######## design 1 ########
Design 1, M4 wires:
The bar under the picture is 100 um long. Cells faint in the background.
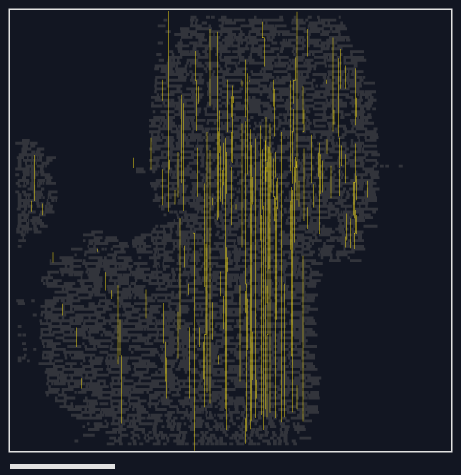

==> config.mk <==
export PLATFORM = sky130hd
export DESIGN_NAME = branch_predictor_flat
export DESIGN_NICKNAME = d
export VERILOG_FILES = /design/src/rtl/branch_predictor_if.sv /design/src/rtl/branch_predictor.sv /design/src/flat_wrapper.sv
export SDC_FILE = /design/constraint.sdc
export NUM_CORES = 2
export LEC_CHECK = 0
export ABC_AREA = 0
export CAP_MARGIN = 15
export CORE_MARGIN = 5
export CORE_UTILIZATION = 31
export CTS_CLUSTER_DIAMETER = 200
export DETAILED_ROUTE_END_ITERATION = 6
export HOLD_SLACK_MARGIN = 0.08
export SKIP_CTS_REPAIR_TIMING = 1
export SYNTH_ARGS = -nofsm -noshare
export SYNTH_HDL_FRONTEND = slang
export SYNTH_SLANG_ARGS = --single-unit
==> constraint.sdc <==
create_clock -name CLK -period 22.8 [get_ports CLK]
set_input_delay 6.84 -clock CLK [delete_from_list [all_inputs] [get_ports CLK]]
set_output_delay 6.84 -clock CLK [all_outputs]
set_load 0.05 [all_outputs]
==> src/rtl/branch_predictor_if.sv <==
// Port bundle for branch_predictor: fetch-side lookup, execute-side update,
// and the status/performance outputs.
interface branch_predictor_if #(
  parameter int PC_W  = 32,
  parameter int CNT_W = 16
);
  // There is no ready: the predictor accepts an update in every cycle that
  // upd_valid is high, and the lookup outputs are valid in every cycle.
  logic [PC_W-1:0]  lookup_pc;
  logic             pred_hit;
  logic             pred_taken;
  logic [PC_W-1:0]  pred_target;
  logic             upd_valid;
  logic [PC_W-1:0]  upd_pc;
  logic [PC_W-1:0]  upd_target;
  logic             upd_taken;
  logic             upd_pred_taken;
  logic [PC_W-1:0]  upd_pred_target;
  logic             invalidate_all;
  logic             mispredict;
  logic [CNT_W-1:0] branch_cnt;
  logic [CNT_W-1:0] mispredict_cnt;

  modport master (
    output lookup_pc, upd_valid, upd_pc, upd_target, upd_taken,
           upd_pred_taken, upd_pred_target, invalidate_all,
    input  pred_hit, pred_taken, pred_target, mispredict,
           branch_cnt, mispredict_cnt
  );

  modport slave (
    input  lookup_pc, upd_valid, upd_pc, upd_target, upd_taken,
           upd_pred_taken, upd_pred_target, invalidate_all,
    output pred_hit, pred_taken, pred_target, mispredict,
           branch_cnt, mispredict_cnt
  );
endinterface

==> src/rtl/branch_predictor.sv <==
// Direct-mapped branch target buffer with 2-bit saturating direction counters,
// a registered mispredict pulse and saturating performance counters.
module branch_predictor #(
  parameter int ENTRIES = 16,
  parameter int PC_W    = 32,
  parameter int CNT_W   = 16
) (
  input  logic         CLK,
  input  logic         RST,
  branch_predictor_if.slave bp
);
  localparam int IDX_W = $clog2(ENTRIES);
  localparam int TAG_W = PC_W - IDX_W - 2;

  logic             valid_q [ENTRIES];
  logic [TAG_W-1:0] tag_q   [ENTRIES];
  logic [PC_W-1:0]  tgt_q   [ENTRIES];
  logic [1:0]       cnt_q   [ENTRIES];

  logic [IDX_W-1:0] l_idx;
  logic [TAG_W-1:0] l_tag;
  logic [IDX_W-1:0] u_idx;
  logic [TAG_W-1:0] u_tag;
  logic             u_hit;
  logic [1:0]       u_cnt_nxt;
  logic             u_mis;
  logic             unused_pc_lsbs;

  assign l_idx = bp.lookup_pc[IDX_W+1:2];
  assign l_tag = bp.lookup_pc[PC_W-1:IDX_W+2];
  assign u_idx = bp.upd_pc[IDX_W+1:2];
  assign u_tag = bp.upd_pc[PC_W-1:IDX_W+2];
  assign unused_pc_lsbs = ^{bp.lookup_pc[1:0], bp.upd_pc[1:0]};

  // Lookup reads the registered table, so a same-cycle update is seen next cycle.
  assign bp.pred_hit    = valid_q[l_idx] && (tag_q[l_idx] == l_tag);
  assign bp.pred_taken  = bp.pred_hit && cnt_q[l_idx][1];
  assign bp.pred_target = bp.pred_taken ? tgt_q[l_idx] : bp.lookup_pc + PC_W'(4);

  assign u_hit = valid_q[u_idx] && (tag_q[u_idx] == u_tag);
  assign u_mis = (bp.upd_taken != bp.upd_pred_taken) ||
                 (bp.upd_taken && (bp.upd_target != bp.upd_pred_target));

  always_comb begin
    u_cnt_nxt = cnt_q[u_idx];
    if (bp.upd_taken && (cnt_q[u_idx] != 2'b11)) begin
      u_cnt_nxt = cnt_q[u_idx] + 2'b01;
    end else if (!bp.upd_taken && (cnt_q[u_idx] != 2'b00)) begin
      u_cnt_nxt = cnt_q[u_idx] - 2'b01;
    end
  end

  always_ff @(posedge CLK) begin
    if (RST) begin
      for (int i = 0; i < ENTRIES; i++) begin
        valid_q[i] <= 1'b0;
        tag_q[i]   <= '0;
        tgt_q[i]   <= '0;
        cnt_q[i]   <= 2'b01;
      end
    end else if (bp.invalidate_all) begin
      for (int i = 0; i < ENTRIES; i++) begin
        valid_q[i] <= 1'b0;
      end
    end else if (bp.upd_valid) begin
      if (u_hit) begin
        cnt_q[u_idx] <= u_cnt_nxt;
        if (bp.upd_taken) begin
          tgt_q[u_idx] <= bp.upd_target;
        end
      end else if (bp.upd_taken) begin
        valid_q[u_idx] <= 1'b1;
        tag_q[u_idx]   <= u_tag;
        tgt_q[u_idx]   <= bp.upd_target;
        cnt_q[u_idx]   <= 2'b10;
      end
    end
  end

  // Statistics keep counting through invalidate_all; only reset clears them.
  always_ff @(posedge CLK) begin
    if (RST) begin
      bp.mispredict     <= 1'b0;
      bp.branch_cnt     <= '0;
      bp.mispredict_cnt <= '0;
    end else begin
      bp.mispredict <= bp.upd_valid && u_mis;
      if (bp.upd_valid && (bp.branch_cnt != {CNT_W{1'b1}})) begin
        bp.branch_cnt <= bp.branch_cnt + 1'b1;
      end
      if (bp.upd_valid && u_mis && (bp.mispredict_cnt != {CNT_W{1'b1}})) begin
        bp.mispredict_cnt <= bp.mispredict_cnt + 1'b1;
      end
    end
  end
endmodule
==> src/flat_wrapper.sv <==
// flat-port wrapper written by rule: the top's interface ports become plain ports
module branch_predictor_flat 
#(
  parameter int ENTRIES = 16,
  parameter int PC_W    = 32,
  parameter int CNT_W   = 16
)
  (CLK, RST, bp_lookup_pc, bp_upd_valid, bp_upd_pc, bp_upd_target, bp_upd_taken, bp_upd_pred_taken, bp_upd_pred_target, bp_invalidate_all, bp_pred_hit, bp_pred_taken, bp_pred_target, bp_mispredict, bp_branch_cnt, bp_mispredict_cnt);
  branch_predictor_if #(.PC_W(PC_W), .CNT_W(CNT_W)) bp_i ();
  input  logic CLK;
  input  logic RST;
  input wire logic [$bits(bp_i.lookup_pc)-1:0] bp_lookup_pc;
  input wire logic [$bits(bp_i.upd_valid)-1:0] bp_upd_valid;
  input wire logic [$bits(bp_i.upd_pc)-1:0] bp_upd_pc;
  input wire logic [$bits(bp_i.upd_target)-1:0] bp_upd_target;
  input wire logic [$bits(bp_i.upd_taken)-1:0] bp_upd_taken;
  input wire logic [$bits(bp_i.upd_pred_taken)-1:0] bp_upd_pred_taken;
  input wire logic [$bits(bp_i.upd_pred_target)-1:0] bp_upd_pred_target;
  input wire logic [$bits(bp_i.invalidate_all)-1:0] bp_invalidate_all;
  output wire logic [$bits(bp_i.pred_hit)-1:0] bp_pred_hit;
  output wire logic [$bits(bp_i.pred_taken)-1:0] bp_pred_taken;
  output wire logic [$bits(bp_i.pred_target)-1:0] bp_pred_target;
  output wire logic [$bits(bp_i.mispredict)-1:0] bp_mispredict;
  output wire logic [$bits(bp_i.branch_cnt)-1:0] bp_branch_cnt;
  output wire logic [$bits(bp_i.mispredict_cnt)-1:0] bp_mispredict_cnt;
  assign bp_i.lookup_pc = bp_lookup_pc;
  assign bp_i.upd_valid = bp_upd_valid;
  assign bp_i.upd_pc = bp_upd_pc;
  assign bp_i.upd_target = bp_upd_target;
  assign bp_i.upd_taken = bp_upd_taken;
  assign bp_i.upd_pred_taken = bp_upd_pred_taken;
  assign bp_i.upd_pred_target = bp_upd_pred_target;
  assign bp_i.invalidate_all = bp_invalidate_all;
  assign bp_pred_hit = bp_i.pred_hit;
  assign bp_pred_taken = bp_i.pred_taken;
  assign bp_pred_target = bp_i.pred_target;
  assign bp_mispredict = bp_i.mispredict;
  assign bp_branch_cnt = bp_i.branch_cnt;
  assign bp_mispredict_cnt = bp_i.mispredict_cnt;
  branch_predictor #(.ENTRIES(ENTRIES), .PC_W(PC_W), .CNT_W(CNT_W)) u_core (.CLK(CLK), .RST(RST), .bp(bp_i));
endmodule
######## design 2 ########
**src/rtl/hilbert_mac_scheduler.sv**
```systemverilog
// hilbert_mac_scheduler
// Time-multiplexed Hilbert-pair FIR: one shared signed NUM_BITS x NUM_BITS
// multiplier alternates between the cos (Hilbert) bank and the sin (delay)
// bank for every tap. A sample takes IDLE -> MAC (2*COEFF_LENGTH cycles) ->
// OUTPUT -> IDLE, and the results appear with done_o one cycle later.
//
// Ports
//   clk_i, reset_i       clock, asynchronous active-high reset
//   tick_i, signal_i     sample strobe and signed sample
//   coeff_we_i/sel_i/addr_i/data_i  coefficient write port (sel 0=cos, 1=sin)
//   sin_o, cos_o         registered filtered results
//   done_o               one-cycle pulse when sin_o/cos_o update
//   busy_o               high while a sample is in MAC or OUTPUT
//   overrun_o            sticky, a tick arrived while not idle
//   coeff_err_o          sticky, a coefficient write was rejected
//
// Build option: define HILBERT_SATURATE_EN to clamp results to the NUM_BITS
// range; otherwise the low NUM_BITS bits are kept (wrap).
module hilbert_mac_scheduler #(
    parameter int NUM_BITS     = 24,
    parameter int COEFF_LENGTH = 13
) (
    input  logic                            clk_i,
    input  logic                            reset_i,
    input  logic                            tick_i,
    input  logic signed [NUM_BITS-1:0]      signal_i,
    input  logic                            coeff_we_i,
    input  logic                            coeff_sel_i,
    input  logic [$clog2(COEFF_LENGTH)-1:0] coeff_addr_i,
    input  logic signed [NUM_BITS-1:0]      coeff_data_i,
    output logic signed [NUM_BITS-1:0]      sin_o,
    output logic signed [NUM_BITS-1:0]      cos_o,
    output logic                            done_o,
    output logic                            busy_o,
    output logic                            overrun_o,
    output logic                            coeff_err_o
);
    localparam int ADDR_W = $clog2(COEFF_LENGTH);
    localparam int PROD_W = 2 * NUM_BITS;
    localparam int ACC_W  = PROD_W + ADDR_W;
    localparam logic [ADDR_W:0]   LEN_C  = (ADDR_W + 1)'(COEFF_LENGTH);
    localparam logic [ADDR_W-1:0] LAST_C = ADDR_W'(COEFF_LENGTH - 1);
    localparam logic [ADDR_W-1:0] ONE_C  = ADDR_W'(1);

    localparam logic [1:0] ST_IDLE   = 2'd0;
    localparam logic [1:0] ST_MAC    = 2'd1;
    localparam logic [1:0] ST_OUTPUT = 2'd2;

    // Q1.(N-1) scaling back to N bits: floor shift, then clamp or wrap.
    function automatic logic signed [NUM_BITS-1:0] reduce_acc(input logic signed [ACC_W-1:0] acc);
        logic signed [NUM_BITS-1:0] result;
`ifdef HILBERT_SATURATE_EN
        logic signed [ACC_W-1:0] shifted;
        logic signed [ACC_W-1:0] max_v;
        logic signed [ACC_W-1:0] min_v;
        shifted = acc >>> (NUM_BITS - 1);
        max_v   = {{(ACC_W - NUM_BITS + 1){1'b0}}, {(NUM_BITS - 1){1'b1}}};
        min_v   = ~max_v;
        if (shifted > max_v) begin
            result = max_v[NUM_BITS-1:0];
        end else if (shifted < min_v) begin
            result = min_v[NUM_BITS-1:0];
        end else begin
            result = shifted[NUM_BITS-1:0];
        end
`else
        result = NUM_BITS'(acc >>> (NUM_BITS - 1));
`endif
        return result;
    endfunction

    logic [1:0]                 state_q, state_d;
    logic [ADDR_W-1:0]          k_q;
    logic                       phase_q;
    logic signed [NUM_BITS-1:0] x_q    [COEFF_LENGTH];
    logic signed [NUM_BITS-1:0] hcos_q [COEFF_LENGTH];
    logic signed [NUM_BITS-1:0] hsin_q [COEFF_LENGTH];
    logic signed [ACC_W-1:0]    acc_cos_q, acc_sin_q;
    logic signed [NUM_BITS-1:0] cos_q, sin_q;
    logic                       done_q, busy_q, overrun_q, err_q;
    // Old value of an entry overwritten in the same cycle a sample starts,
    // so that sample still computes with the pre-write coefficient.
    logic                       hold_valid_q, hold_sel_q;
    logic [ADDR_W-1:0]          hold_addr_q;
    logic signed [NUM_BITS-1:0] hold_val_q;

    logic                       idle_s, addr_ok_s, tick_take_s, tick_drop_s, wr_ok_s, wr_bad_s;
    logic signed [NUM_BITS-1:0] coef_s;
    logic signed [PROD_W-1:0]   prod_s;

    // Acceptance decode, shared multiplier operand select and next state.
    always_comb begin
        idle_s      = (state_q == ST_IDLE);
        addr_ok_s   = ({1'b0, coeff_addr_i} < LEN_C);
        tick_take_s = idle_s && tick_i;
        tick_drop_s = !idle_s && tick_i;
        wr_ok_s     = coeff_we_i && idle_s && addr_ok_s;
        wr_bad_s    = coeff_we_i && !(idle_s && addr_ok_s);
        if (hold_valid_q && (hold_sel_q == phase_q) && (hold_addr_q == k_q)) begin
            coef_s = hold_val_q;
        end else if (phase_q) begin
            coef_s = hsin_q[k_q];
        end else begin
            coef_s = hcos_q[k_q];
        end
        prod_s = PROD_W'(x_q[k_q]) * PROD_W'(coef_s);
        case (state_q)
            ST_IDLE: begin
                if (tick_take_s) begin
                    state_d = ST_MAC;
                end else begin
                    state_d = ST_IDLE;
                end
            end
            ST_MAC: begin
                if (phase_q && (k_q == LAST_C)) begin
                    state_d = ST_OUTPUT;
                end else begin
                    state_d = ST_MAC;
                end
            end
            ST_OUTPUT: state_d = ST_IDLE;
            default:   state_d = ST_IDLE;
        endcase
    end

    // Sequencer, sample line, coefficient banks, accumulators and outputs.
    always_ff @(posedge clk_i or posedge reset_i) begin
        if (reset_i) begin
            state_q      <= ST_IDLE;
            k_q          <= {ADDR_W{1'b0}};
            phase_q      <= 1'b0;
            acc_cos_q    <= {ACC_W{1'b0}};
            acc_sin_q    <= {ACC_W{1'b0}};
            cos_q        <= {NUM_BITS{1'b0}};
            sin_q        <= {NUM_BITS{1'b0}};
            done_q       <= 1'b0;
            busy_q       <= 1'b0;
            overrun_q    <= 1'b0;
            err_q        <= 1'b0;
            hold_valid_q <= 1'b0;
            hold_sel_q   <= 1'b0;
            hold_addr_q  <= {ADDR_W{1'b0}};
            hold_val_q   <= {NUM_BITS{1'b0}};
            for (int i = 0; i < COEFF_LENGTH; i++) begin
                x_q[i]    <= {NUM_BITS{1'b0}};
                hcos_q[i] <= {NUM_BITS{1'b0}};
                hsin_q[i] <= {NUM_BITS{1'b0}};
            end
        end else begin
            state_q <= state_d;
            busy_q  <= (state_d != ST_IDLE);
            done_q  <= 1'b0;
            if (tick_drop_s) begin
                overrun_q <= 1'b1;
            end
            if (wr_bad_s) begin
                err_q <= 1'b1;
            end
            if (wr_ok_s) begin
                if (coeff_sel_i) begin
                    hsin_q[coeff_addr_i] <= coeff_data_i;
                end else begin
                    hcos_q[coeff_addr_i] <= coeff_data_i;
                end
            end
            case (state_q)
                ST_IDLE: begin
                    if (tick_take_s) begin
                        for (int i = COEFF_LENGTH - 1; i > 0; i--) begin
                            x_q[i] <= x_q[i-1];
                        end
                        x_q[0]       <= signal_i;
                        acc_cos_q    <= {ACC_W{1'b0}};
                        acc_sin_q    <= {ACC_W{1'b0}};
                        k_q          <= {ADDR_W{1'b0}};
                        phase_q      <= 1'b0;
                        hold_valid_q <= wr_ok_s;
                        hold_sel_q   <= coeff_sel_i;
                        hold_addr_q  <= coeff_addr_i;
                        hold_val_q   <= coeff_sel_i ? hsin_q[coeff_addr_i] : hcos_q[coeff_addr_i];
                    end
                end
                ST_MAC: begin
                    // Products are sign-extended into the guard bits of the accumulator.
                    if (!phase_q) begin
                        acc_cos_q <= acc_cos_q + {{ADDR_W{prod_s[PROD_W-1]}}, prod_s};
                        phase_q   <= 1'b1;
                    end else begin
                        acc_sin_q <= acc_sin_q + {{ADDR_W{prod_s[PROD_W-1]}}, prod_s};
                        phase_q   <= 1'b0;
                        k_q       <= k_q + ONE_C;
                    end
                end
                ST_OUTPUT: begin
                    cos_q        <= reduce_acc(acc_cos_q);
                    sin_q        <= reduce_acc(acc_sin_q);
                    done_q       <= 1'b1;
                    hold_valid_q <= 1'b0;
                end
                default: hold_valid_q <= 1'b0;
            endcase
        end
    end

    assign cos_o       = cos_q;
    assign sin_o       = sin_q;
    assign done_o      = done_q;
    assign busy_o      = busy_q;
    assign overrun_o   = overrun_q;
    assign coeff_err_o = err_q;

endmodule
```
**config.mk**
```make
export PLATFORM = sky130hd
export DESIGN_NAME = hilbert_mac_scheduler
export DESIGN_NICKNAME = d
export VERILOG_FILES = /design/src/rtl/hilbert_mac_scheduler.sv
export SDC_FILE = /design/constraint.sdc
export NUM_CORES = 2
export LEC_CHECK = 0
export CAP_MARGIN = 20
export CORE_ASPECT_RATIO = 1.1
export CORE_UTILIZATION = 65
export CTS_BUF_LIST = sky130_fd_sc_hd__clkbuf_8
export CTS_CLUSTER_SIZE = 30
export DETAILED_ROUTE_END_ITERATION = 7
export PLACE_DENSITY = 0.87
export SYNTH_ARGS = -nofsm -noshare
export SYNTH_HDL_FRONTEND = slang
export SYNTH_SLANG_ARGS = --single-unit
```
**constraint.sdc**
```tcl
create_clock -name clk_i -period 89.8 [get_ports clk_i]
set_clock_uncertainty 0.15 [all_clocks]
set_input_delay 17.96 -clock clk_i [delete_from_list [all_inputs] [get_ports clk_i]]
set_output_delay 17.96 -clock clk_i [all_outputs]
set_load 0.01 [all_outputs]
```
######## design 3 ########
File: config.mk
export PLATFORM = sky130hd
export DESIGN_NAME = wbs_uart_rx_fifo_flat
export DESIGN_NICKNAME = d
export VERILOG_FILES = /design/src/rtl/wbs_uart_rx_fifo_if.sv /design/src/rtl/wbs_uart_rx_fifo.sv /design/src/flat_wrapper.sv
export SDC_FILE = /design/constraint.sdc
export NUM_CORES = 1
export LEC_CHECK = 0
export CORE_UTILIZATION = 55
export CTS_BUF_LIST = sky130_fd_sc_hd__clkbuf_4 sky130_fd_sc_hd__clkbuf_8
export DETAILED_ROUTE_END_ITERATION = 10
export PLACE_DENSITY = 0.77
export SLEW_MARGIN = 30
export SYNTH_ARGS = -nofsm -noshare
export SYNTH_HDL_FRONTEND = slang
export SYNTH_SLANG_ARGS = --single-unit
File: constraint.sdc
create_clock -name wbs_clk_i -period 3.85 [get_ports wbs_clk_i]
set_input_delay 0.77 -clock wbs_clk_i [delete_from_list [all_inputs] [get_ports wbs_clk_i]]
set_output_delay 0.77 -clock wbs_clk_i [all_outputs]
set_load 0.005 [all_outputs]
File: src/rtl/wbs_uart_rx_fifo_if.sv
// Wishbone slave register port of the UART receive FIFO.
interface wbs_uart_rx_fifo_if;
    logic       wbs_stb_i;
    logic       wbs_we_i;
    logic [1:0] wbs_adr_i;
    logic [7:0] wbs_dat_i;
    logic [7:0] wbs_dat_o;
    logic       wbs_ack_o;

    modport master (
        output wbs_stb_i, wbs_we_i, wbs_adr_i, wbs_dat_i,
        input  wbs_dat_o, wbs_ack_o
    );

    modport slave (
        input  wbs_stb_i, wbs_we_i, wbs_adr_i, wbs_dat_i,
        output wbs_dat_o, wbs_ack_o
    );
endinterface

File: src/rtl/wbs_uart_rx_fifo.sv
// UART receive byte FIFO with a wishbone register port and a level/overflow interrupt.
module wbs_uart_rx_fifo #(
    parameter int unsigned DEPTH     = 16,
    parameter int unsigned IRQ_LEVEL = 1
) (
    input  logic                      wbs_clk_i,
    input  logic                      wbs_rst_i,
    wbs_uart_rx_fifo_if.slave         wbs,
    input  logic [7:0]                rx_data_i,
    input  logic                      rx_valid_i,
    output logic                      irq_o
);

    localparam int unsigned PW = (DEPTH > 1) ? $clog2(DEPTH) : 1;
    localparam int unsigned LW = PW + 1;

    localparam logic [1:0] ADR_DATA   = 2'd0;
    localparam logic [1:0] ADR_STATUS = 2'd1;
    localparam logic [1:0] ADR_LEVEL  = 2'd2;
    localparam logic [1:0] ADR_CTRL   = 2'd3;

    logic [7:0]    mem_q [DEPTH];
    logic [PW-1:0] wr_ptr_q, wr_ptr_d;
    logic [PW-1:0] rd_ptr_q, rd_ptr_d;
    logic [LW-1:0] level_q, level_d;
    logic          ovf_q, ovf_d;
    logic          irq_en_q, irq_en_d;
    logic [7:0]    dat_q, dat_d;
    logic          ack_q, ack_d;
    logic          irq_q, irq_d;

    logic       acc, rd_acc, wr_acc;
    logic       empty, full;
    logic       pop, push, flush, ovf_set;
    logic [7:0] rd_val;
    logic       unused_dat;

    assign unused_dat = ^wbs.wbs_dat_i[7:3];

    // Transaction decode: a strobe is accepted only while no ack is outstanding.
    always_comb begin
        acc     = wbs.wbs_stb_i & ~ack_q;
        rd_acc  = acc & ~wbs.wbs_we_i;
        wr_acc  = acc &  wbs.wbs_we_i;
        empty   = (level_q == '0);
        full    = (level_q == LW'(DEPTH));
        pop     = rd_acc & (wbs.wbs_adr_i == ADR_DATA) & ~empty;
        flush   = wr_acc & (wbs.wbs_adr_i == ADR_CTRL) & wbs.wbs_dat_i[1];
        // A pop on the same edge frees the slot, so a full FIFO still takes the byte.
        push    = rx_valid_i & (~full | pop) & ~flush;
        ovf_set = rx_valid_i & full & ~pop & ~flush;
    end

    always_comb begin
        rd_val = 8'h00;
        case (wbs.wbs_adr_i)
            ADR_DATA:   rd_val = empty ? 8'h00 : mem_q[rd_ptr_q];
            ADR_STATUS: rd_val = {4'b0000, irq_q, ovf_q, full, ~empty};
            ADR_LEVEL:  rd_val = 8'(level_q);
            ADR_CTRL:   rd_val = {7'b0000000, irq_en_q};
            default:    rd_val = 8'h00;
        endcase
    end

    always_comb begin
        wr_ptr_d = wr_ptr_q;
        rd_ptr_d = rd_ptr_q;
        level_d  = level_q;
        ovf_d    = ovf_q;
        irq_en_d = irq_en_q;
        dat_d    = dat_q;
        ack_d    = acc;
        irq_d    = 1'b0;

        if (rd_acc) begin
            dat_d = rd_val;
        end
        if (wr_acc && wbs.wbs_adr_i == ADR_STATUS && wbs.wbs_dat_i[2]) begin
            ovf_d = 1'b0;
        end
        if (wr_acc && wbs.wbs_adr_i == ADR_CTRL) begin
            irq_en_d = wbs.wbs_dat_i[0];
        end

        if (push) begin
            wr_ptr_d = wr_ptr_q + PW'(1);
        end
        if (pop) begin
            rd_ptr_d = rd_ptr_q + PW'(1);
        end
        level_d = level_q + LW'(push) - LW'(pop);
        if (ovf_set) begin
            ovf_d = 1'b1;
        end

        if (flush) begin
            wr_ptr_d = '0;
            rd_ptr_d = '0;
            level_d  = '0;
            ovf_d    = 1'b0;
        end

        irq_d = irq_en_d & ((level_d >= LW'(IRQ_LEVEL)) | ovf_d);
    end

    always_ff @(posedge wbs_clk_i) begin
        if (wbs_rst_i) begin
            wr_ptr_q <= '0;
            rd_ptr_q <= '0;
            level_q  <= '0;
            ovf_q    <= 1'b0;
            irq_en_q <= 1'b0;
            dat_q    <= 8'h00;
            ack_q    <= 1'b0;
            irq_q    <= 1'b0;
        end else begin
            wr_ptr_q <= wr_ptr_d;
            rd_ptr_q <= rd_ptr_d;
            level_q  <= level_d;
            ovf_q    <= ovf_d;
            irq_en_q <= irq_en_d;
            dat_q    <= dat_d;
            ack_q    <= ack_d;
            irq_q    <= irq_d;
        end
    end

    // Storage is not reset; a slot is only readable after it has been written.
    always_ff @(posedge wbs_clk_i) begin
        if (push && !wbs_rst_i) begin
            mem_q[wr_ptr_q] <= rx_data_i;
        end
    end

    assign wbs.wbs_dat_o = dat_q;
    assign wbs.wbs_ack_o = ack_q;
    assign irq_o         = irq_q;

endmodule

File: src/flat_wrapper.sv
// flat-port wrapper written by rule: the top's interface ports become plain ports
module wbs_uart_rx_fifo_flat 
#(
    parameter int unsigned DEPTH     = 16,
    parameter int unsigned IRQ_LEVEL = 1
)
  (wbs_clk_i, wbs_rst_i, rx_data_i, rx_valid_i, irq_o, wbs_wbs_stb_i, wbs_wbs_we_i, wbs_wbs_adr_i, wbs_wbs_dat_i, wbs_wbs_dat_o, wbs_wbs_ack_o);
  wbs_uart_rx_fifo_if wbs_i ();
  input  logic wbs_clk_i;
  input  logic wbs_rst_i;
  input  logic [7:0] rx_data_i;
  input  logic rx_valid_i;
  output logic irq_o;
  input wire logic [$bits(wbs_i.wbs_stb_i)-1:0] wbs_wbs_stb_i;
  input wire logic [$bits(wbs_i.wbs_we_i)-1:0] wbs_wbs_we_i;
  input wire logic [$bits(wbs_i.wbs_adr_i)-1:0] wbs_wbs_adr_i;
  input wire logic [$bits(wbs_i.wbs_dat_i)-1:0] wbs_wbs_dat_i;
  output wire logic [$bits(wbs_i.wbs_dat_o)-1:0] wbs_wbs_dat_o;
  output wire logic [$bits(wbs_i.wbs_ack_o)-1:0] wbs_wbs_ack_o;
  assign wbs_i.wbs_stb_i = wbs_wbs_stb_i;
  assign wbs_i.wbs_we_i = wbs_wbs_we_i;
  assign wbs_i.wbs_adr_i = wbs_wbs_adr_i;
  assign wbs_i.wbs_dat_i = wbs_wbs_dat_i;
  assign wbs_wbs_dat_o = wbs_i.wbs_dat_o;
  assign wbs_wbs_ack_o = wbs_i.wbs_ack_o;
  wbs_uart_rx_fifo #(.DEPTH(DEPTH), .IRQ_LEVEL(IRQ_LEVEL)) u_core (.wbs_clk_i(wbs_clk_i), .wbs_rst_i(wbs_rst_i), .wbs(wbs_i), .rx_data_i(rx_data_i), .rx_valid_i(rx_valid_i), .irq_o(irq_o));
endmodule
Design 2, M4 wires:
The bar under the picture is 100 um long. Cells faint in the background.
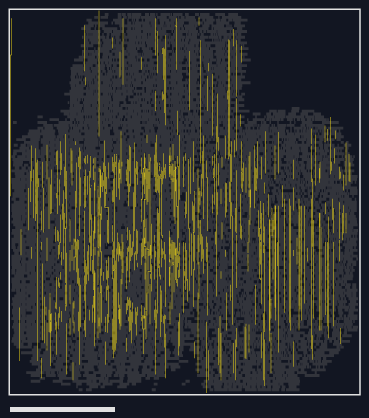
The layer holds 7.9% of the routed length. 340 nets have wire on it. The wires run mostly vertical. The longest straight run is 192 um. The layer carries 17400 um of wire.
vias: 59100
WL final: 220 mm

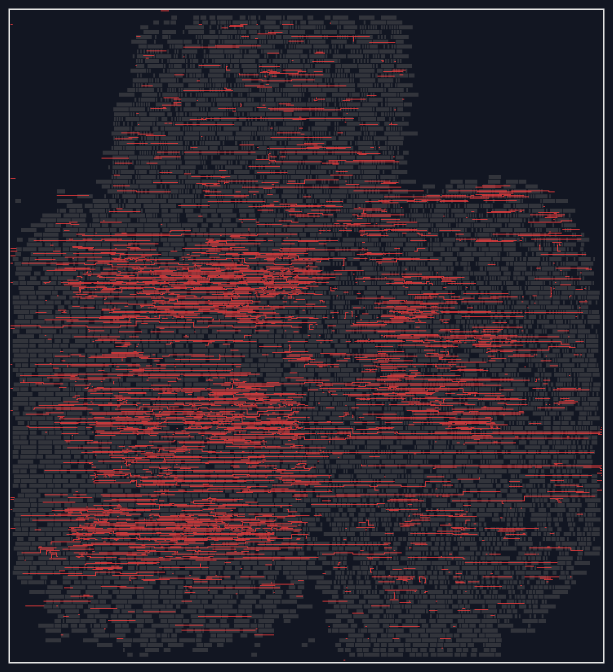
Design 2: met3 routing
Cells faint in the background.
The layer carries 25.1 mm of wire. The wires run mostly horizontal. The layer holds 11% of the routed length. The longest straight run is 218 um.
grt met3 use: 11.2%

==> flow_metrics.env, design 2 <==
# yosys + openroad results
export IMPL_drtIter0Drc=6880
export IMPL_synthTopCellsByCount="nand2_1 (1630), dfrtp_1 (1119), inv_1 (704)"
export IMPL_grt_use_met2_pct=57.4
export IMPL_logic_area_um2=46800
export IMPL_postCtsHoldBufs=0
export IMPL_ys_chip_area_um2=78900
export IMPL_rows=133
export IMPL_fmax_mhz=47.0
export IMPL_ys_seq_share_pct=35.5
export IMPL_crit_end="hcos_q[223]"
export IMPL_seq_share_pct=32.8
export IMPL_dieArea_um2=123000
export IMPL_async_reset_ff_share_pct=100
export IMPL_status="finished clean"
-- design 2: cells by family (layout without fill, tap and decap cells) --
family,Yosys count,after routing,share of synthesized area [%]
and+or+nand+nor,2141,2141,11.0
DFF,1119,1119,35.5
other,0,7,0
AOI/OAI and AO/OA,811,811,6.57
xor gates and xnor gates,146,146,1.62
buffers and inverters,1174,1232,5.83
muxes,1117,1117,20.6
adders and majority gates,829,829,18.9
-- design 2: worst max-delay path: cells and delay by family --
family / cells / cell delay [ns]
muxes: 1 / 0.57
and+or+nand+nor: 5 / 2.53
AOI/OAI and AO/OA: 1 / 0.45
buffers and inverters: 1 / 0.25
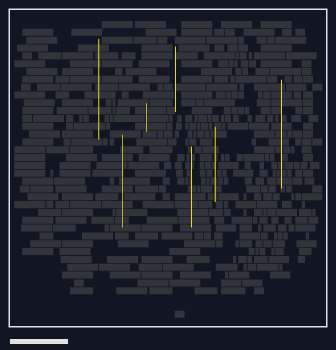
Design 3: M4 wires
The bar under the picture is 20 um long. Cells faint in the background.
The layer carries 190 um of wire. The wires run mostly vertical. The layer holds 1.5% of the routed length. 6 nets have wire on it.
WL final: 13.0 mm
vias: 3697

==> flow_metrics.env, design 3 <==
# yosys + openroad results
export IMPL_clkSlewWorstSetupHoldPaths_ns=0.08
export IMPL_seq_area_um2=4430
export IMPL_use_met1_pct=30.9
export IMPL_rsz0062_at_grt="false"
export IMPL_status="finished clean"
export IMPL_top_area_share_pct=60.2
export IMPL_numCtsBuffers=17
export IMPL_wl_met3_um=639
export IMPL_rows=38
export IMPL_drtPass1Iterations=6
export IMPL_finalClockPeriodUsage_pct=80.5
export IMPL_setup_viol=0
export IMPL_topCombFamilyByArea="multiplexers"
export IMPL_seq_share_pct=60.7
export IMPL_simple_gate_area_share_pct=7.88
export IMPL_dp_cells=572
export IMPL_warnings=35
export IMPL_cp_depth=11
export IMPL_final_cell_mix="edfxtp_1 (128), nor2_1 (27), clkdlybuf4s50_1 (27), mux4_2 (26), dfxtp_1 (26)"
export IMPL_dp_final_hpwl_mm=8.56
export IMPL_post_cts_buffers=0
export IMPL_gp_congestion=0.864
export IMPL_ant_nets=0
export IMPL_slew_violations=0
export IMPL_arrival_ns=3.41
==> design 3: logic make-up after synthesis <==
kind of cell | Yosys count
AND-OR/OR-AND | 57
buffers and inverters | 34
flip-flops | 157
adder cells (fa/ha/maj) | 12
AND/OR/NAND/NOR | 93
multiplexers | 39
XOR/XNOR | 7
==> design 3: flip-flops by register name, summed over array words and instances (netlist names), named ones only <==
register / flops
u_core.level_q: 5
u_core.wr_ptr_q: 4
u_core.irq_o: 1
u_core.wbs.wbs_ack_o: 1
u_core.rd_ptr_q: 4
u_core.ovf_q: 1
u_core.mem_q: 128
u_core.wbs.wbs_dat_o: 8
u_core.irq_en_q: 1
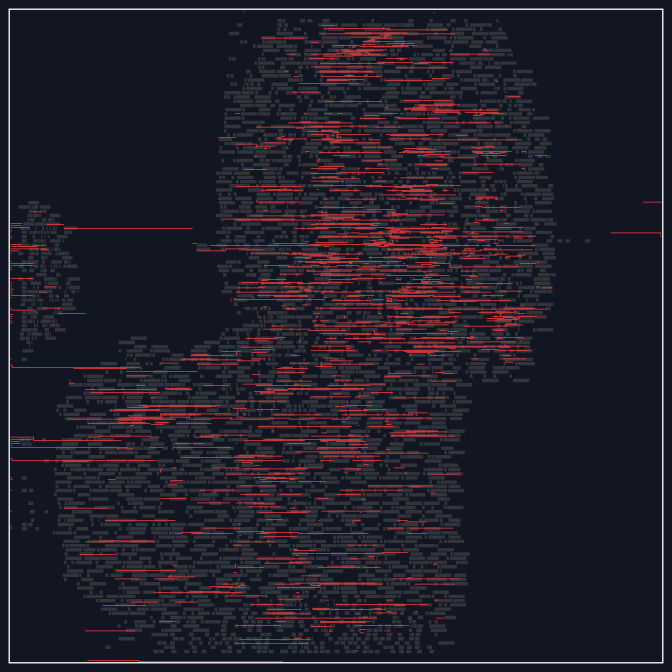
Design 1: met3 routing
Cells faint in the background.
466 nets have wire on it. The longest straight run is 97.1 um. The wires run mostly horizontal. The layer holds 8.4% of the routed length. The layer carries 14900 um of wire.

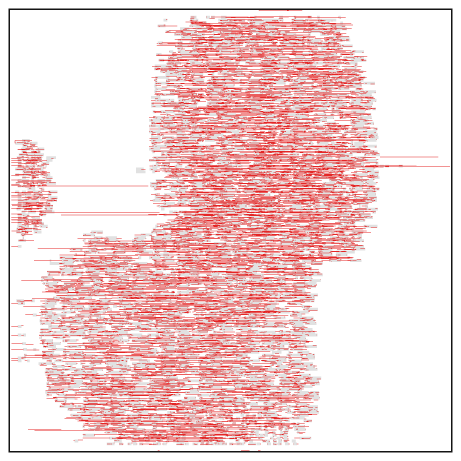
Design 1: signal wires on met1
Cells faint in the background.
The longest straight run is 110 um. The layer holds 38% of the routed length. The layer carries 67.4 mm of wire. The wires run mostly horizontal.
WL final: 178 mm
met1 usage: 25.2%
vias: 33100

About 'M4 wires' of design 1:
The layer holds 5.7% of the routed length. The layer carries 10100 um of wire.

==> flow_metrics.env, design 1 <==
# yosys + openroad results
export IMPL_status="finished clean"
export IMPL_core_um2=167000
export IMPL_edf_count=960
export IMPL_drive_gt1_share_pct=20.5
export IMPL_wl_per_cell_um=29.9
export IMPL_timing_setup_tns_ns=0
export IMPL_finalClockPeriodUsage_pct=83.3
export IMPL_drtIter0Drc=3886
export IMPL_regToRegStartpoint="u_core.tag_q[12][19]"
export IMPL_ys_seq_share_pct=57.5
export IMPL_grt_use_met2_pct=32.8
export IMPL_portBuffers=198
export IMPL_hold_viol=0
export IMPL_post_route_cell_area_um2=59400
export IMPL_grt_max_degree=130
export IMPL_max_flop_register="u_core.tgt_q"
export IMPL_layout_top_cell="edfxtp_1"
export IMPL_io_pins=201
export IMPL_final_cell_mix="edfxtp_1 (960), and2_1 (771), mux4_2 (352), clkdlybuf4s50_1 (189), nor4_1 (160)"
export IMPL_min_path_cells=1
export IMPL_h_tree_depth=3
design 1: critical path: stages:
cell             delay (ns)
buf_8                  0.39
buf_4                  0.82
mux4_2                 0.58
nor2b_1                0.14
a211oi_1               0.33
a21oi_1                0.09
xor2_1                 0.18
nor4_1                 0.29
nand4_1                0.31
nor4_4                 0.34
buf_4                  0.45
mux2_2                 0.39
clkdlybuf4s50_1        0.73
design 1: area by class of cell:
class                      instances  area, um2
fill                           15800     107000
antenna                           14       35.0
clock inverter                    55        503
multi-input combinational       2196      20600
inverter                          30        113
sequential                      1009      29800
clock buffer                     135       2810
tap                             2204       2760
timing repair buffer             305       2810

==> screenshots <==
The metal 2 layer.
image #1
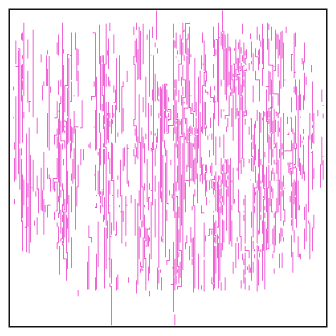
image #2
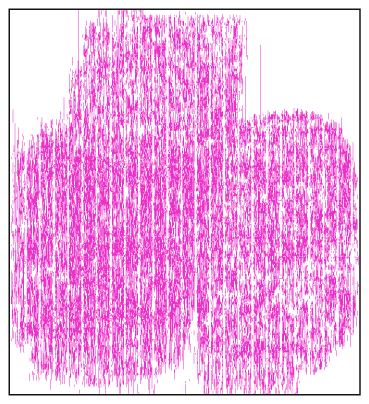
image #3
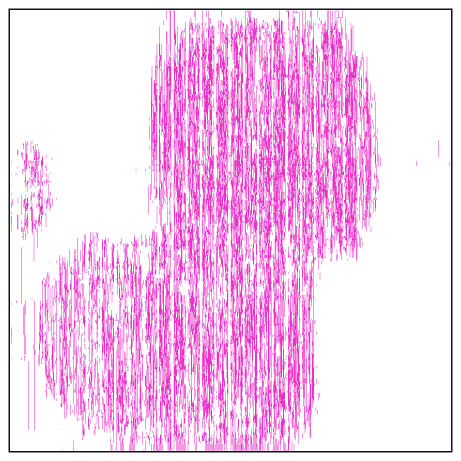
- image #2 = design 2
- image #3 = design 1
- image #1 = design 3


######## design 4 ########
Design 4, M4 wires:
The bar under the picture is 20 um long. Cells faint in the background.
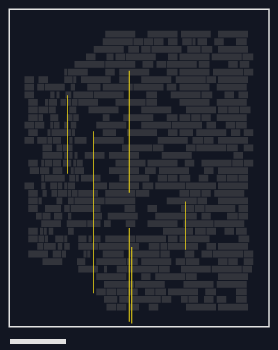

File: src/rtl/instr_fetch.sv
// instr_fetch: PC generation, credit-limited reads from a synchronous instruction memory, and an instruction queue.
// Define IFETCH_STATS_EN to add the fetch_count_o / bubble_count_o statistics counters.
package instr_fetch_pkg;
  typedef logic [31:0] instruction_s;
endpackage

module instr_fetch
  import instr_fetch_pkg::*;
#(
  parameter int addr_width_p = 10,
  parameter logic [addr_width_p-1:0] boot_addr_p = '0,
  parameter int depth_p = 2
) (
  input  logic                    clk,
  input  logic                    reset_n,
  output logic [addr_width_p-1:0] imem_addr_o,
  input  logic                    imem_wen_i,
  input  instruction_s            imem_instr_i,
  input  logic                    redirect_v_i,
  input  logic [addr_width_p-1:0] redirect_addr_i,
  output logic                    instr_v_o,
  output instruction_s            instr_o,
  output logic [addr_width_p-1:0] instr_pc_o,
  input  logic                    instr_ready_i
`ifdef IFETCH_STATS_EN
  ,
  output logic [31:0]             fetch_count_o,
  output logic [31:0]             bubble_count_o
`endif
);
  localparam int pw = depth_p > 1 ? $clog2(depth_p) : 1;
  localparam int cw = $clog2(depth_p + 1);
  logic [addr_width_p-1:0] pc, inflight_pc;
  logic                    inflight;
  logic [cw-1:0]           count;
  logic [cw:0]             used;
  logic [pw-1:0]           head, tail;
  instruction_s            q_instr [depth_p];
  logic [addr_width_p-1:0] q_pc    [depth_p];
  logic                    issue, push, pop;

  function automatic logic [pw-1:0] nxt(input logic [pw-1:0] p);
    return p == pw'(depth_p - 1) ? '0 : p + 1'b1;
  endfunction

  // Credits returned by this cycle's pop count, so a full-rate stream never stalls.
  assign used        = {1'b0, count} + (cw+1)'(inflight) - (cw+1)'(pop);
  assign issue       = !imem_wen_i && !redirect_v_i && used < (cw+1)'(depth_p);
  assign push        = inflight && !redirect_v_i;
  assign pop         = instr_v_o && instr_ready_i;
  assign imem_addr_o = pc;
  assign instr_v_o   = count != '0;
  assign instr_o     = q_instr[head];
  assign instr_pc_o  = q_pc[head];

  always_ff @(posedge clk) begin
    if (!reset_n) begin
      pc       <= boot_addr_p;
      inflight <= 1'b0;
      count    <= '0;
      head     <= '0;
      tail     <= '0;
    end else if (redirect_v_i) begin
      pc       <= redirect_addr_i;
      inflight <= 1'b0;
      count    <= '0;
      head     <= '0;
      tail     <= '0;
    end else begin
      inflight <= issue;
      pc       <= issue ? pc + 1'b1 : pc;
      tail     <= push ? nxt(tail) : tail;
      head     <= pop ? nxt(head) : head;
      count    <= count + cw'(push) - cw'(pop);
    end
  end

  always_ff @(posedge clk) begin
    if (issue) inflight_pc <= pc;
    if (push) begin
      q_instr[tail] <= imem_instr_i;
      q_pc[tail]    <= inflight_pc;
    end
  end

`ifdef IFETCH_STATS_EN
  always_ff @(posedge clk) begin
    if (!reset_n) begin
      fetch_count_o  <= '0;
      bubble_count_o <= '0;
    end else begin
      fetch_count_o  <= fetch_count_o + 32'(push);
      bubble_count_o <= bubble_count_o + 32'(!instr_v_o && instr_ready_i);
    end
  end
`endif
endmodule

File: config.mk
export PLATFORM = sky130hd
export DESIGN_NAME = instr_fetch
export DESIGN_NICKNAME = d
export VERILOG_FILES = /design/src/rtl/instr_fetch.sv
export SDC_FILE = /design/constraint.sdc
export NUM_CORES = 1
export LEC_CHECK = 0
export CORE_ASPECT_RATIO = 1.25
export CORE_MARGIN = 5
export CORE_UTILIZATION = 49
export DETAILED_ROUTE_END_ITERATION = 8
export PLACE_DENSITY = 0.76
export REMOVE_ABC_BUFFERS = 1
export SLEW_MARGIN = 20
export SYNTH_ARGS = -nofsm -noshare
export SYNTH_HDL_FRONTEND = slang
export SYNTH_SLANG_ARGS = --single-unit
File: constraint.sdc
create_clock -name clk -period 3.94 [get_ports clk]
set_input_delay 0.591 -clock clk [delete_from_list [all_inputs] [get_ports clk]]
set_output_delay 0.591 -clock clk [all_outputs]
set_load 0.02 [all_outputs]
######## design 5 ########
## src/rtl/heap_sift_node.sv

```systemverilog
// rtl/heap_sift_node.sv - sift-down stage for one level of a pipelined hardware heap
//
// Purpose:
//   Accepts a sift request (value v, slot index p) from the level above. It reads
//   both children of slot p from the next level's store and compares them with v.
//   The winner is written into this level's slot. When a child wins, the displaced
//   v is forwarded to the next level's node.
//
// Configuration macro:
//   HEAP_MAX_ORDER_EN - defined: max-heap (larger child, request wins on v >= m,
//                       empty slots all-zeros); undefined: min-heap (smaller
//                       child, request wins on v <= m, empty slots all-ones).
//
// Parameters:
//   DATA_WIDTH - key width
//   ADDR_WIDTH - address width shared with data_store
//   IS_LEAF    - 1: no child level, the request always wins and is never forwarded
//
// Ports:
//   clk, rst            clock, asynchronous active-high reset
//   req_valid/ready     request handshake from the level above
//   req_idx, req_data   slot index p and value v
//   ch_addr             child-store read address (lm_addr/rm_addr), equals p
//   ch_l_dout/ch_r_dout child-store read data (left/right)
//   par_addr/branch     own-store bottom-node address p>>1 and branch p[0]
//   par_we, par_din     own-store write pulse and data
//   fwd_valid/ready     request handshake to the next level
//   fwd_idx, fwd_data   forwarded slot index {p,b} and displaced value
module heap_sift_node #(
  parameter int DATA_WIDTH = 32,
  parameter int ADDR_WIDTH = 5,
  parameter int IS_LEAF    = 0
) (
  input  logic                  clk,
  input  logic                  rst,
  input  logic                  req_valid,
  output logic                  req_ready,
  input  logic [ADDR_WIDTH-1:0] req_idx,
  input  logic [DATA_WIDTH-1:0] req_data,
  output logic [ADDR_WIDTH-1:0] ch_addr,
  input  logic [DATA_WIDTH-1:0] ch_l_dout,
  input  logic [DATA_WIDTH-1:0] ch_r_dout,
  output logic [ADDR_WIDTH-1:0] par_addr,
  output logic                  par_branch,
  output logic                  par_we,
  output logic [DATA_WIDTH-1:0] par_din,
  output logic                  fwd_valid,
  input  logic                  fwd_ready,
  output logic [ADDR_WIDTH-1:0] fwd_idx,
  output logic [DATA_WIDTH-1:0] fwd_data
);

  typedef enum logic [2:0] {
    S_IDLE = 3'd0,
    S_RD   = 3'd1,
    S_CMP  = 3'd2,
    S_WR   = 3'd3,
    S_FWD  = 3'd4,
    S_HOLD = 3'd5
  } state_t;

  state_t                state_q, state_d;
  logic [ADDR_WIDTH-1:0] p_q, p_d;
  logic [DATA_WIDTH-1:0] v_q, v_d;
  logic                  hold_q, hold_d;

  logic                  req_ready_d;
  logic [ADDR_WIDTH-1:0] ch_addr_d;
  logic [ADDR_WIDTH-1:0] par_addr_d;
  logic                  par_branch_d;
  logic                  par_we_d;
  logic [DATA_WIDTH-1:0] par_din_d;
  logic                  fwd_valid_d;
  logic [ADDR_WIDTH-1:0] fwd_idx_d;
  logic [DATA_WIDTH-1:0] fwd_data_d;

  // Child selection: b is the branch of the winning child m; left wins ties.
  logic                  sel_right;
  logic [DATA_WIDTH-1:0] m_val;
  logic                  req_wins;
  logic [ADDR_WIDTH:0]   fwd_idx_full;

  always_comb begin
`ifdef HEAP_MAX_ORDER_EN
    sel_right = (ch_r_dout > ch_l_dout);
    m_val     = sel_right ? ch_r_dout : ch_l_dout;
    req_wins  = (v_q >= m_val);
`else
    sel_right = (ch_r_dout < ch_l_dout);
    m_val     = sel_right ? ch_r_dout : ch_l_dout;
    req_wins  = (v_q <= m_val);
`endif
    // {p,b} may overflow by one bit; the top level never sizes the heap past it.
    fwd_idx_full = {p_q, sel_right};
  end

  always_comb begin
    state_d      = state_q;
    p_d          = p_q;
    v_d          = v_q;
    hold_d       = hold_q;
    req_ready_d  = req_ready;
    ch_addr_d    = ch_addr;
    par_addr_d   = par_addr;
    par_branch_d = par_branch;
    par_we_d     = 1'b0;
    par_din_d    = par_din;
    fwd_valid_d  = fwd_valid;
    fwd_idx_d    = fwd_idx;
    fwd_data_d   = fwd_data;

    case (state_q)
      S_IDLE: begin
        if (req_valid) begin
          p_d          = req_idx;
          v_d          = req_data;
          req_ready_d  = 1'b0;
          par_addr_d   = req_idx >> 1;
          par_branch_d = req_idx[0];
          if (IS_LEAF != 0) begin
            // No children to read: the request wins outright.
            state_d   = S_WR;
            par_we_d  = 1'b1;
            par_din_d = req_data;
          end else begin
            state_d   = S_RD;
            ch_addr_d = req_idx;
          end
        end
      end
      S_RD: begin
        state_d = S_CMP;
      end
      S_CMP: begin
        state_d  = S_WR;
        par_we_d = 1'b1;
        if (req_wins) begin
          par_din_d = v_q;
        end else begin
          par_din_d   = m_val;
          fwd_valid_d = 1'b1;
          fwd_idx_d   = fwd_idx_full[ADDR_WIDTH-1:0];
          fwd_data_d  = v_q;
        end
      end
      S_WR: begin
        if (fwd_valid) begin
          if (fwd_ready) begin
            fwd_valid_d = 1'b0;
            hold_d      = 1'b0;
            state_d     = S_HOLD;
          end else begin
            state_d = S_FWD;
          end
        end else begin
          req_ready_d = 1'b1;
          state_d     = S_IDLE;
        end
      end
      S_FWD: begin
        if (fwd_ready) begin
          fwd_valid_d = 1'b0;
          hold_d      = 1'b0;
          state_d     = S_HOLD;
        end
      end
      S_HOLD: begin
        // Two cycles so the child's write lands before our next RD sample.
        if (hold_q) begin
          req_ready_d = 1'b1;
          state_d     = S_IDLE;
        end else begin
          hold_d = 1'b1;
        end
      end
      default: begin
        req_ready_d = 1'b1;
        fwd_valid_d = 1'b0;
        state_d     = S_IDLE;
      end
    endcase
  end

  always_ff @(posedge clk or posedge rst) begin
    if (rst) begin
      state_q    <= S_IDLE;
      p_q        <= '0;
      v_q        <= '0;
      hold_q     <= 1'b0;
      req_ready  <= 1'b1;
      ch_addr    <= '0;
      par_addr   <= '0;
      par_branch <= 1'b0;
      par_we     <= 1'b0;
      par_din    <= '0;
      fwd_valid  <= 1'b0;
      fwd_idx    <= '0;
      fwd_data   <= '0;
    end else begin
      state_q    <= state_d;
      p_q        <= p_d;
      v_q        <= v_d;
      hold_q     <= hold_d;
      req_ready  <= req_ready_d;
      ch_addr    <= ch_addr_d;
      par_addr   <= par_addr_d;
      par_branch <= par_branch_d;
      par_we     <= par_we_d;
      par_din    <= par_din_d;
      fwd_valid  <= fwd_valid_d;
      fwd_idx    <= fwd_idx_d;
      fwd_data   <= fwd_data_d;
    end
  end

endmodule

```

## config.mk

```make
export PLATFORM = sky130hd
export DESIGN_NAME = heap_sift_node
export DESIGN_NICKNAME = d
export VERILOG_FILES = /design/src/rtl/heap_sift_node.sv
export SDC_FILE = /design/constraint.sdc
export NUM_CORES = 1
export LEC_CHECK = 0
export ABC_AREA = 1
export CAP_MARGIN = 20
export CELL_PAD_IN_SITES_DETAIL_PLACEMENT = 1
export CELL_PAD_IN_SITES_GLOBAL_PLACEMENT = 2
export CORE_AREA = 2 2 164 166
export DETAILED_ROUTE_END_ITERATION = 6
export DIE_AREA = 0 0 166 168
export GPL_ROUTABILITY_DRIVEN = 1
export HOLD_SLACK_MARGIN = 0.06
export MAX_ROUTING_LAYER = met4
export PLACE_DENSITY = 0.78
export SLEW_MARGIN = 10
export SYNTH_ARGS = -nofsm -noshare
export SYNTH_HDL_FRONTEND = slang
export SYNTH_SLANG_ARGS = --single-unit
```

## constraint.sdc

```tcl
create_clock -name clk -period 4.62 [get_ports clk]
set_clock_uncertainty 0.2 [all_clocks]
set_input_delay 0.924 -clock clk [delete_from_list [all_inputs] [get_ports clk]]
set_output_delay 0.924 -clock clk [all_outputs]
set_load 0.01 [all_outputs]
```

Design 4, routing congestion map:
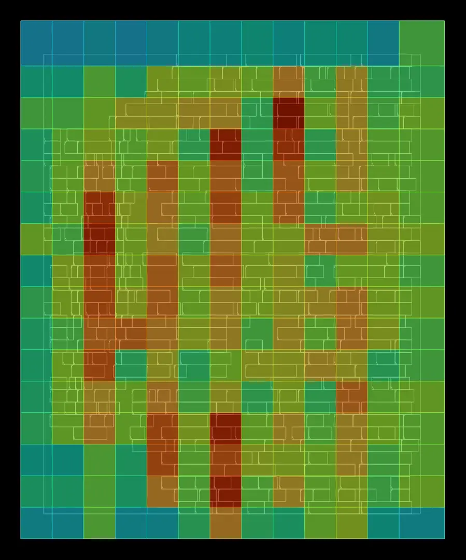
met1 usage: 19.6%
GRT met2 Usage: 24.5%

## Picture notes: 'M4 wires' of design 4
The wires run mostly vertical. 5 nets have wire on it. The layer holds 2.6% of the routed length.

==> flow_metrics.env, design 4 <==
# yosys + openroad results
export IMPL_status="finished clean"
export IMPL_power_density_nw_per_um2=391
export IMPL_reg2reg_depth=9
export IMPL_post_route_cell_area_um2=5530
export IMPL_slew_violations=0
export IMPL_critPathCaptureType="flop"
export IMPL_logic_gates=124
export IMPL_ff_type="edfxtp_1"
export IMPL_setup_viol=0
export IMPL_grt_overflow_total=0
export IMPL_grt_pass1_wl_mm=12.4
export IMPL_min_path_type="flop to flop"
export IMPL_hold_viol=0
export IMPL_well_tap_count=97
export IMPL_synthAoiAreaFrac_pct=4.36
[design 4: worst max-delay path, cell delays in order]
cell	delay, ns
clkdlybuf4s50_1	0.50
nand2_1	0.06
nor2_1	0.16
o21ai_0	0.13
fa_1	0.51
nor2b_1	0.32
nand3_2	0.26
inv_1	0.45
a211o_1	0.20
and3_1	0.14
[design 4: through the flow]
stage               instances  hold WS [ns]  utilization [%]  setup slack (ns)
floorplan                 238         0.421                -             0.809
global placement          438         0.424             64.1             0.647
detailed placement        438         0.436             64.1             0.566
CTS                       454         0.457             66.7             0.927
global route              454         0.482             66.7             0.664
finish                    454         0.457             66.7             0.931
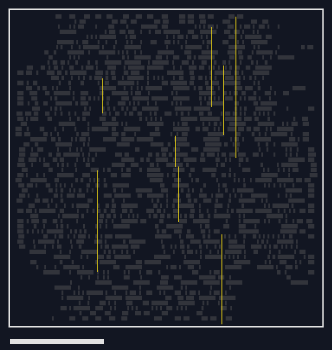
Design 5: M4 wires
The bar under the picture is 50 um long. Cells faint in the background.
The layer holds 1.2% of the routed length. The longest straight run is 74.8 um. The layer carries 319 um of wire. 6 nets have wire on it.

==> flow_metrics.env, design 5 <==
# yosys + openroad results
export IMPL_max_cap_violations=0
export IMPL_final_util_pct=42.4
export IMPL_drive_gt1_share_pct=17.8
export IMPL_status="finished clean"
export IMPL_topCombFamilyByArea="simple AND/OR/NAND/NOR gates"
export IMPL_grt_busiest_layer="met2"
export IMPL_cts_max_path_buffers=2
export IMPL_post_route_cell_area_um2=11200
export IMPL_comb_share_pct=35.5
export IMPL_buffers=289
export IMPL_postCtsHoldBufs=0
export IMPL_ff_type="dfrtp_1"
export IMPL_dp_cells=1518
export IMPL_dominant_cells="logic gates"
export IMPL_post_cts_resized=1
export IMPL_critPathKind="input port to flop"
export IMPL_ant_nets=0
export IMPL_netlist_instances=946
export IMPL_min_path_cells=2
export IMPL_p_total_mw=6.36
export IMPL_cts_tree="yes"
export IMPL_seq_area_um2=2830
export IMPL_crit_chain="clkdlybuf4s50_1 -> inv_2 -> ha_4 -> nand2_2 -> nor3b_4 -> and3_4 -> nand2_4 -> buf_8 -> buf_4 -> nand3b_1 -> nand2_2 -> ha_4 -> nand2_1 -> nor2_2 -> nand2_2 -> nor4_4 -> nand3b_1 -> nand2_4 -> clkbuf_16 -> nand3_1 -> nand2_1 -> inv_1 -> nand2_1"
export IMPL_rsz0062_at_grt="true"
export IMPL_fmax_mhz=225
export IMPL_use_met1_pct=23.0
## design 5: layout by cell type (no fill, tap or decap), drive strengths merged, types with 2 or more instances in the layout
cell	n
a21o	2
a21oi	30
buf	95
bufinv	2
clkbuf	31
clkdlybuf4s50	173
clkinv	5
clkinvlp	2
dfrtp	112
dlymetal6s2s	13
ha	63
inv	88
nand2	446
nand3	72
nand3b	33
nand4	5
nor2	27
nor3	3
o21a	2
o21ai	11
## design 5: where the power goes
part           total (mW)  internal, mW  leakage (nW)  switching, mW
Clock                1.36         0.862         0.295          0.493
Sequential           1.83          1.43          1.44          0.397
Combinational        3.17          1.48          4.05           1.69


==> layout pictures side by side <==
Met3 routing.
Cells faint in the background.
panel A
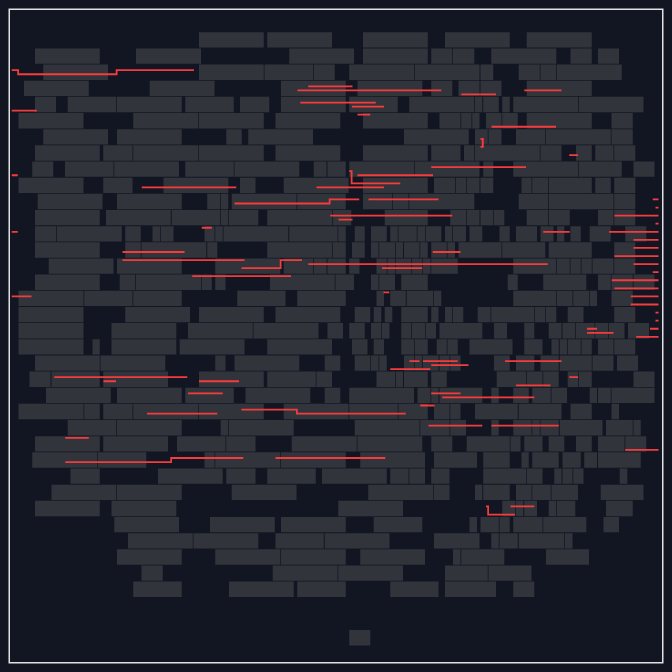
panel B
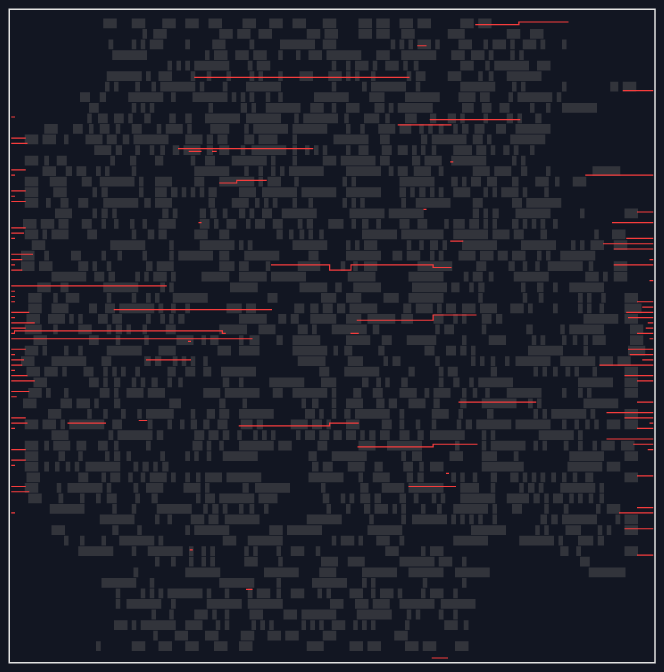
panel C
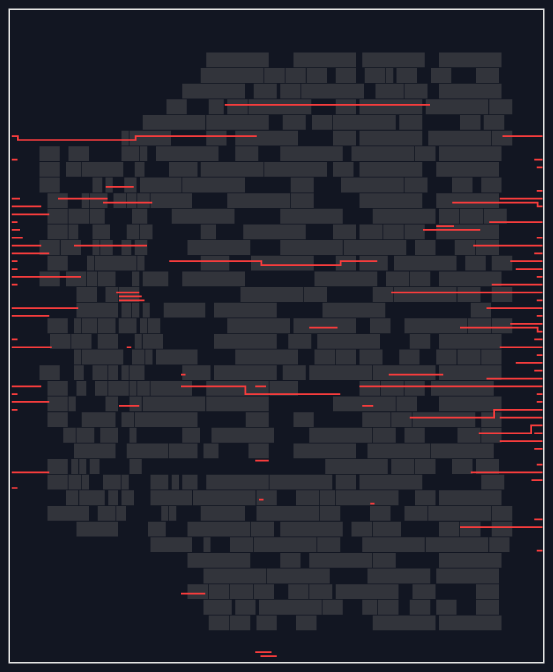
design 5: panel B
design 3: panel A
design 4: panel C

Key to panel C:
The layer holds 7.4% of the routed length. The wires run mostly horizontal.

Power is estimated from default activity; no workload was simulated.
